# uart_receiver

==> uart_receiver/placement_by_type.png <==
Bar = 20 um.
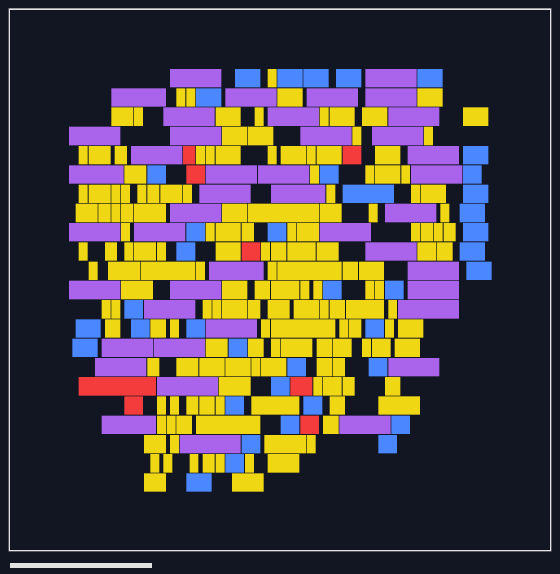

### src/rtl/uart_pkg.sv
// uart_pkg: definitions shared by the UART receive path (and the future
// transmitter).
//   - rx_state_t      : receiver FSM state encoding (3 bits)
//   - OVERSAMPLE      : sample ticks per bit
//   - VOTE_A/B/C      : sample indices used for the 2-of-3 majority vote;
//                       the bit decision is taken at VOTE_C
//   - LAST_SAMPLE     : final sample index of a bit period
//   - calc_tick_div() : clocks per sample tick, rounded to nearest
package uart_pkg;

    typedef enum logic [2:0] {
        IDLE  = 3'd0,
        START = 3'd1,
        DATA  = 3'd2,
        STOP  = 3'd3,
        BREAK = 3'd4
    } rx_state_t;

    localparam int         OVERSAMPLE  = 16;
    localparam logic [3:0] VOTE_A      = 4'd7;
    localparam logic [3:0] VOTE_B      = 4'd8;
    localparam logic [3:0] VOTE_C      = 4'd9;
    localparam logic [3:0] LAST_SAMPLE = 4'd15;

    // round(clk_freq / (baud * OVERSAMPLE)), never below 1
    function automatic int calc_tick_div(input int clk_freq, input int baud);
        int div;
        div = (clk_freq + (baud * OVERSAMPLE) / 2) / (baud * OVERSAMPLE);
        return (div < 1) ? 1 : div;
    endfunction

endpackage

### src/rtl/uart_baud_tick.sv
// uart_baud_tick: sample-tick divider.
//   clk   : system clock
//   reset : synchronous, active-low
//   clear : holds the counter at 0 (no tick) while high
//   tick  : one-clock pulse every TICK_DIV clocks, at counter wrap
module uart_baud_tick #(
    parameter int TICK_DIV = 326
) (
    input  logic clk,
    input  logic reset,
    input  logic clear,
    output logic tick
);

    localparam int             CW      = (TICK_DIV > 1) ? $clog2(TICK_DIV) : 1;
    localparam logic [CW-1:0]  CNT_MAX = CW'(TICK_DIV - 1);

    logic [CW-1:0] cnt_reg;

    always_ff @(posedge clk) begin
        if (!reset || clear) begin
            cnt_reg <= '0;
        end else if (cnt_reg == CNT_MAX) begin
            cnt_reg <= '0;
        end else begin
            cnt_reg <= cnt_reg + 1'b1;
        end
    end

    // Suppressed during clear so a restarted divider never fires early.
    assign tick = !clear && (cnt_reg == CNT_MAX);

endmodule

### src/rtl/uart_receiver.sv
// uart_receiver: 8N1 serial receiver with 16x oversampling and 2-of-3
// majority vote per bit.
//   clk          : system clock, rising edge
//   reset        : synchronous, active-low
//   uart_rxd     : raw serial line, idle high, asynchronous to clk
//   rx_ack       : one-cycle pulse, current byte consumed
//   rx_data      : last received byte
//   rx_valid     : rx_data holds an unread byte
//   rx_overrun   : sticky, a byte was dropped while rx_valid was set
//   rx_frame_err : one-cycle pulse, stop bit sampled low
//   rx_busy      : FSM is not in IDLE
module uart_receiver
    import uart_pkg::*;
#(
    parameter int CLK_FREQ = 50_000_000,
    parameter int BAUD     = 9600
) (
    input  logic       clk,
    input  logic       reset,
    input  logic       uart_rxd,
    input  logic       rx_ack,
    output logic [7:0] rx_data,
    output logic       rx_valid,
    output logic       rx_overrun,
    output logic       rx_frame_err,
    output logic       rx_busy
);

    localparam int TICK_DIV = calc_tick_div(CLK_FREQ, BAUD);

    logic [1:0] sync_reg;
    logic       rxd_s;
    rx_state_t  state_reg;
    logic [3:0] sample_cnt_reg;
    logic [2:0] bit_cnt_reg;
    logic [7:0] shift_data_reg;
    logic [1:0] vote_reg;
    logic       deliver_reg;
    logic       frame_err_reg;
    logic [7:0] data_reg;
    logic       valid_reg;
    logic       overrun_reg;

    logic       tick;
    logic [3:0] sample_next;
    logic       vote_maj;
    logic       at_vote;
    logic       at_end;

    // Two-flop synchronizer; nothing downstream looks at uart_rxd directly.
    always_ff @(posedge clk) begin
        if (!reset) begin
            sync_reg <= 2'b11;
        end else begin
            sync_reg <= {sync_reg[0], uart_rxd};
        end
    end
    assign rxd_s = sync_reg[1];

    // Divider is held in IDLE, so the first tick lands TICK_DIV clocks after
    // start detection and bit periods align to the falling edge.
    uart_baud_tick #(
        .TICK_DIV (TICK_DIV)
    ) u_baud_tick (
        .clk   (clk),
        .reset (reset),
        .clear (state_reg == IDLE),
        .tick  (tick)
    );

    // A sample's index is the count value it advances to, so the 16th tick of
    // a bit is sample 15 and the next bit opens with sample 0.
    assign sample_next = sample_cnt_reg + 4'd1;
    assign at_vote     = tick && (sample_next == VOTE_C);
    assign at_end      = tick && (sample_next == LAST_SAMPLE);
    // Samples VOTE_A and VOTE_B are stored; VOTE_C is the live input.
    assign vote_maj    = (vote_reg[0] & vote_reg[1]) |
                         (vote_reg[0] & rxd_s) |
                         (vote_reg[1] & rxd_s);

    always_ff @(posedge clk) begin
        if (!reset) begin
            state_reg      <= IDLE;
            sample_cnt_reg <= '0;
            bit_cnt_reg    <= '0;
            shift_data_reg <= '0;
            vote_reg       <= '0;
            deliver_reg    <= 1'b0;
            frame_err_reg  <= 1'b0;
        end else begin
            deliver_reg   <= 1'b0;
            frame_err_reg <= 1'b0;

            if (tick) begin
                sample_cnt_reg <= sample_next;
                if (sample_next == VOTE_A) vote_reg[0] <= rxd_s;
                if (sample_next == VOTE_B) vote_reg[1] <= rxd_s;
            end

            case (state_reg)
                IDLE: begin
                    sample_cnt_reg <= '0;
                    bit_cnt_reg    <= '0;
                    if (!rxd_s) state_reg <= START;
                end
                START: begin
                    if (at_vote && vote_maj) begin
                        state_reg <= IDLE;      // glitch, not a start bit
                    end else if (at_end) begin
                        state_reg   <= DATA;
                        bit_cnt_reg <= '0;
                    end
                end
                DATA: begin
                    if (at_vote) shift_data_reg <= {vote_maj, shift_data_reg[7:1]};
                    if (at_end) begin
                        if (bit_cnt_reg == 3'd7) state_reg <= STOP;
                        else                     bit_cnt_reg <= bit_cnt_reg + 3'd1;
                    end
                end
                STOP: begin
                    // Leave at the vote rather than sample 15 so a start bit
                    // immediately following the stop bit is not missed.
                    if (at_vote) begin
                        if (vote_maj) begin
                            deliver_reg <= 1'b1;
                            state_reg   <= IDLE;
                        end else begin
                            frame_err_reg <= 1'b1;
                            state_reg     <= BREAK;
                        end
                    end
                end
                BREAK: begin
                    if (rxd_s) state_reg <= IDLE;
                end
                default: state_reg <= IDLE;
            endcase
        end
    end

    // Output holding register. shift_data_reg only changes in DATA, so it is
    // still the delivered byte in the cycle after the stop vote.
    always_ff @(posedge clk) begin
        if (!reset) begin
            data_reg    <= 8'h00;
            valid_reg   <= 1'b0;
            overrun_reg <= 1'b0;
        end else if (deliver_reg) begin
            if (!valid_reg || rx_ack) begin
                data_reg    <= shift_data_reg;
                valid_reg   <= 1'b1;
                overrun_reg <= 1'b0;
            end else begin
                overrun_reg <= 1'b1;            // unread byte kept, new one lost
            end
        end else if (rx_ack && valid_reg) begin
            valid_reg   <= 1'b0;
            overrun_reg <= 1'b0;
        end
    end

    assign rx_data      = data_reg;
    assign rx_valid     = valid_reg;
    assign rx_overrun   = overrun_reg;
    assign rx_frame_err = frame_err_reg;
    assign rx_busy      = (state_reg != IDLE);

endmodule

### config.mk
export PLATFORM = sky130hd
export DESIGN_NAME = uart_receiver
export DESIGN_NICKNAME = d
export VERILOG_FILES = /design/src/rtl/uart_pkg.sv /design/src/rtl/uart_baud_tick.sv /design/src/rtl/uart_receiver.sv
export SDC_FILE = /design/constraint.sdc
export NUM_CORES = 1
export LEC_CHECK = 0
export ABC_AREA = 0
export CAP_MARGIN = 20
export CORE_MARGIN = 8
export CORE_UTILIZATION = 54
export CTS_BUF_LIST = sky130_fd_sc_hd__clkbuf_4
export DETAILED_ROUTE_END_ITERATION = 7
export PLACE_DENSITY = 0.83
export SYNTH_ARGS = -nofsm -noshare
export SYNTH_HDL_FRONTEND = slang
export SYNTH_SLANG_ARGS = --single-unit
### constraint.sdc
create_clock -name clk -period 2 [get_ports clk]
set_input_delay 0.3 -clock clk [delete_from_list [all_inputs] [get_ports clk]]
set_output_delay 0.3 -clock clk [all_outputs]
set_load 0.005 [all_outputs]
# addr_gen

<file path="config.mk">
export PLATFORM = sky130hd
export DESIGN_NAME = addr_gen
export DESIGN_NICKNAME = d
export VERILOG_FILES = /design/src/rtl/rtl_settings_pkg.sv /design/src/rtl/addr_gen.sv
export SDC_FILE = /design/constraint.sdc
export NUM_CORES = 1
export LEC_CHECK = 0
export CAP_MARGIN = 0
export CORE_AREA = 4 4 74 76
export CTS_CLUSTER_SIZE = 40
export DETAILED_ROUTE_END_ITERATION = 8
export DIE_AREA = 0 0 78 80
export HOLD_SLACK_MARGIN = 0.1
export PLACE_DENSITY_LB_ADDON = 0.08
export SYNTH_ARGS = -nofsm -noshare
export SYNTH_HDL_FRONTEND = slang
export SYNTH_SLANG_ARGS = --single-unit
</file>
<file path="constraint.sdc">
create_clock -name clk_i -period 5.5 [get_ports clk_i]
set_input_delay 1.1 -clock clk_i [delete_from_list [all_inputs] [get_ports clk_i]]
set_output_delay 1.1 -clock clk_i [all_outputs]
set_load 0.05 [all_outputs]
</file>
<file path="src/rtl/rtl_settings_pkg.sv">
// Shared sizing, mode encodings and address helpers for the traffic test sequencer.
// Pure definitions: no latency, no flow control.
package rtl_settings_pkg;

    localparam int ADDR_W      = 16;
    localparam int DATA_B_W    = 4;
    localparam     ADDR_TYPE   = "BYTE";
    localparam int AMM_BURST_W = 4;

    typedef enum logic [1:0] {
        WRITE_ONLY      = 2'd0,
        READ_ONLY       = 2'd1,
        WRITE_AND_CHECK = 2'd2
    } test_mode_t;

    typedef enum logic [1:0] {
        FIX = 2'd0,
        RUN = 2'd1,
        RND = 2'd2
    } addr_mode_t;

    // Galois feedback mask for taps 32,22,2,1 (right-shifting form)
    localparam logic [31:0] LFSR_TAPS = 32'h8020_0003;

    function automatic logic [31:0] lfsr_next(input logic [31:0] cur);
        return cur[0] ? ((cur >> 1) ^ LFSR_TAPS) : (cur >> 1);
    endfunction

    function automatic logic [ADDR_W-1:0] calc_step(input logic [AMM_BURST_W-2:0] burst);
        logic [ADDR_W-1:0] beats;
        beats = ADDR_W'(burst) + ADDR_W'(1);
        if (ADDR_TYPE == "BYTE")
            return beats * ADDR_W'(DATA_B_W);
        else
            return beats;
    endfunction

endpackage

</file>
<file path="src/rtl/addr_gen.sv">
// Per-transaction address source: fixed, running (base + n*step, wrapping) or LFSR.
// Address is valid the cycle after load; advance moves it by one transaction.
module addr_gen
    import rtl_settings_pkg::*;
#(
    parameter logic [31:0] RND_SEED = 32'h0000_0001
) (
    input  logic                   clk_i,
    input  logic                   rst_i,
    input  logic                   load,
    input  logic                   advance,
    input  addr_mode_t             mode,
    input  logic [ADDR_W-1:0]      base,
    input  logic [AMM_BURST_W-2:0] burst,
    output logic [ADDR_W-1:0]      addr
);

    addr_mode_t        mode_r;
    logic [ADDR_W-1:0] run_addr;
    logic [ADDR_W-1:0] step;
    logic [31:0]       lfsr;

    // The LFSR is only reseeded by reset so successive random tests keep walking the sequence
    always_ff @(posedge clk_i or posedge rst_i) begin
        if (rst_i) begin
            mode_r   <= FIX;
            run_addr <= '0;
            step     <= '0;
            lfsr     <= RND_SEED;
        end else if (load) begin
            mode_r   <= mode;
            run_addr <= base;
            step     <= calc_step(burst);
        end else if (advance) begin
            if (mode_r == RUN)
                run_addr <= run_addr + step;
            if (mode_r == RND)
                lfsr <= lfsr_next(lfsr);
        end
    end

    assign addr = (mode_r == RND) ? lfsr[ADDR_W-1:0] : run_addr;

endmodule

</file>
==> uart_receiver/power_grid.png <==
Bar = 20 um. Pins as bars on the die edge.
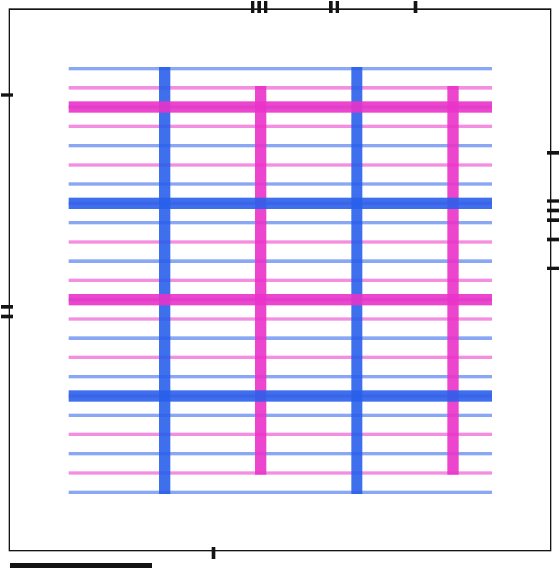
| net | color |
|---|---|
| VDD | magenta |
| VSS | blue |
signal pins: 16
rows: 22
met5 straps: 4
met4 straps: 4
VDD IR max: 0.0009942 V
Die Span Y: 76.28 um
die extent in x: 76.28 um
Core Box Area: 3578 um^2

## Picture notes: uart_receiver/placement_by_type.png
| class | color | cells | share of their area |
|---|---|---|---|
| combinational and other logic | yellow | 161 | 47% |
| clock drivers and dummy loads | red | 8 | 3.3% |
| other buffers and delay cells | blue | 39 | 14% |
| flops | purple | 43 | 36% |
register fraction of the total cell area: 35.01%
finished layout cell area: 2509 um^2

==> results.sh, uart_receiver <==
# physical design summary
export IMPL_cts_tree="done"
export IMPL_grt_setup_unrepaired="yes"
export IMPL_finish_net_count=262
export IMPL_final_seq_area_um2=878.3
export IMPL_synth_adder_area_share_pct=5.612
export IMPL_met2_routing_resource_usage_after_global_routing_pct=22.19
export IMPL_share_seq_of_total_power_pct=51.7
export IMPL_critPathBufInv=0
export IMPL_count_of_flip_flops_with_a_built_in_enable_after_synthesis=0
export IMPL_grt_antenna_before_repair=0
export IMPL_grt_pass1_vias=1474
export IMPL_initial_core_util_pct=54.83
export IMPL_holdPathStages=1
export IMPL_post_drt_via_cell_ratio=5.077
export IMPL_outcome="complete, no violations"
export IMPL_p_clk_share_pct=31.7
export IMPL_route_detailed_wl_per_inst_um=12.19
export IMPL_non_filler_cells_final=299
export IMPL_cell_family_contributing_the_most_delay_on_the_critical_path="simple AND/OR/NAND/NOR gates"
export IMPL_total_switching_power_mw=0.4426
export IMPL_skew_final_ps=11.08
uart_receiver: cells in the mapped netlist (2+ instances only):
cell | instances | area share, %
sky130_fd_sc_hd__nor2_1 | 45 | 8.6
sky130_fd_sc_hd__mux2i_1 | 23 | 12
sky130_fd_sc_hd__buf_2 | 2 | 0.51
sky130_fd_sc_hd__xnor2_1 | 6 | 2.7
sky130_fd_sc_hd__or2_2 | 3 | 0.96
sky130_fd_sc_hd__dfxtp_1 | 43 | 44
sky130_fd_sc_hd__nand2_1 | 14 | 2.7
sky130_fd_sc_hd__ha_1 | 8 | 5.1
sky130_fd_sc_hd__inv_1 | 8 | 1.5
sky130_fd_sc_hd__nand3_1 | 8 | 2.0
sky130_fd_sc_hd__xor2_1 | 6 | 2.7
sky130_fd_sc_hd__nand2b_1 | 4 | 1.3
sky130_fd_sc_hd__a21oi_1 | 7 | 1.8
sky130_fd_sc_hd__clkbuf_1 | 4 | 0.77
sky130_fd_sc_hd__a211oi_1 | 2 | 0.77
sky130_fd_sc_hd__nand4_1 | 3 | 0.96
sky130_fd_sc_hd__or4_1 | 2 | 0.77
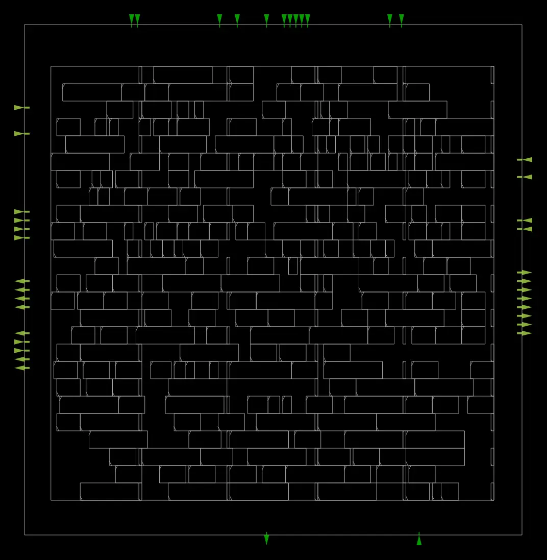
(addr_gen/placement.png)
post-layout util: 67.13%
register fraction of the total cell area: 42.66%
count of sequential standard cells: 54

==> results.sh, addr_gen <==
# physical design summary
export IMPL_place_gp_congestion=0.7400
export IMPL_full_die_area_um2=6240
export IMPL_crit_path_cell_trace="nor2b_1, buf_4, mux2_2, clkdlybuf4s50_1"
export IMPL_count_of_flip_flops_with_a_built_in_enable_after_synthesis=0
export IMPL_critPathBufInv=2
export IMPL_port_buffers=40
export IMPL_share_seq_of_total_power_pct=49.7
export IMPL_top_layer_used="met4"
export IMPL_worstPathRequired_ps=4400
export IMPL_drv_max_cap_violation_count=0
export IMPL_critPathLaunchType="flip-flop"
export IMPL_cts_tree="done"
export IMPL_hold_path_startpoint="lfsr[31]"
export IMPL_skew_final_ps=10.10
export IMPL_setup_viol=0
export IMPL_worstHoldEndpoint="lfsr[31]"
export IMPL_topCellsByArea="sky130_fd_sc_hd__dfrtp_1 50%, sky130_fd_sc_hd__mux2_2 20%, sky130_fd_sc_hd__ha_1 2.4%"
export IMPL_clkTransAtPathRegs_ps=90
export IMPL_outcome="complete, no violations"
export IMPL_yosysWarnings=0
export IMPL_top_cells_by_count="53 x sky130_fd_sc_hd__dfrtp_1, 47 x sky130_fd_sc_hd__mux2_2, 14 x sky130_fd_sc_hd__nor2_1"
export IMPL_power_clock_total_mw=0.236
export IMPL_period_used_pct=59.77
export IMPL_dominantRegCellSynth="sky130_fd_sc_hd__dfrtp_1"
export IMPL_flow_area_growth_from_synthesis_pct=19.47
export IMPL_hold_path_class="flip-flop to flip-flop"
export IMPL_top_cell_type_s_share_of_synthesized_area_pct=49.98
export IMPL_grt_setup_unrepaired="no"
export IMPL_core_area_um2=4723
export IMPL_cp_max_fo=17
export IMPL_grt_overflow_total=0
export IMPL_maxPowerGroup="registers"
export IMPL_post_drt_via_cell_ratio=5.537
==> addr_gen: state kept, by name, summed over array words and instances (netlist names) <==
register and count:
step 4, run_addr 16, lfsr 32, mode_r 2
==> addr_gen: cells by family (layout without fill, tap and decap cells) <==
group                    Yosys count  count (layout)  synth area share (%)
flip-flops                        54              54                 50.97
multiplexers                      52              52                 21.97
AND/OR/NAND/NOR                   49              49                 9.572
AND-OR/OR-AND                     37              37                 8.911
buffers and inverters             15              54                 3.819
adder cells (fa/ha/maj)            6               6                 3.112
XOR/XNOR                           5               5                 1.650
==> addr_gen: layout make-up <==
class                      instances  area (um^2)  area share, %
sequential                        54         1353          42.66
inverter                           3        11.26         0.3552
tap                               67        83.83          2.644
clock inverter                     2        17.52         0.5525
clock buffer                       6        82.58          2.605
multi-input combinational        149         1200          37.85
timing repair buffer              43        422.9          13.34
==> addr_gen: stage by stage <==
stage	std cells	hold WS, ps	area (um^2)	utilization [%]
3_3_place_gp	316	464.9	3070	65.01
6_report	324	490.1	3171	67.13
5_1_grt	324	520.6	3171	67.13
3_5_place_dp	316	475.8	3070	65.01
4_1_cts	324	498.8	3171	67.13
2_1_floorplan	218	452.2	2654	-

==> gallery <==
Clock wires, drivers and flops.
Bar = 20 um.
image #1
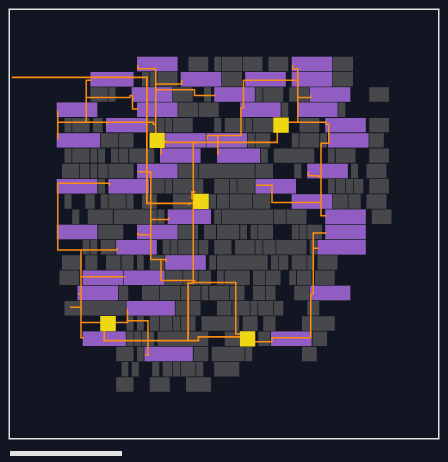
image #2
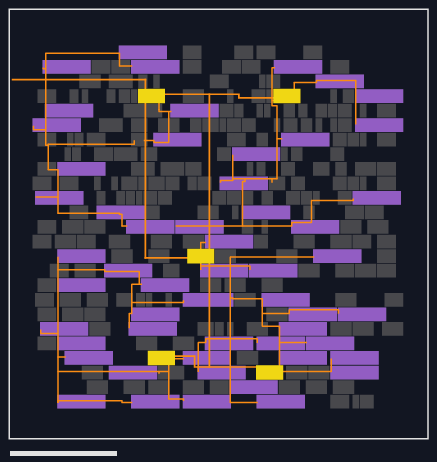
Image #1 is uart_receiver.
Image #2 is addr_gen.
Of these, most sequential cells: image #2

Key to image #1:
[clock drivers] yellow | count: 5
[clock wires] orange | length: 489 um
[flip-flops] purple | count: 43
routed clock nets: 6



==> gallery <==
Metal layers overlaid.
Two of the layers only.
Plate I
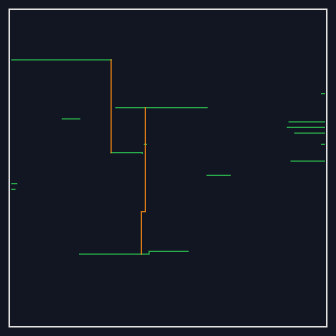
Plate II
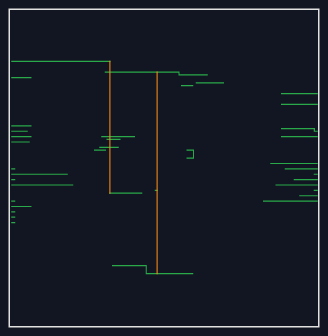
Plate II comes from addr_gen.
Plate I comes from uart_receiver.
- most wire: Plate II

Key to Plate II:
| layer | color | wire length |
|---|---|---|
| metal 3 | green | 269 um |
| metal 4 | orange | 84.3 um |

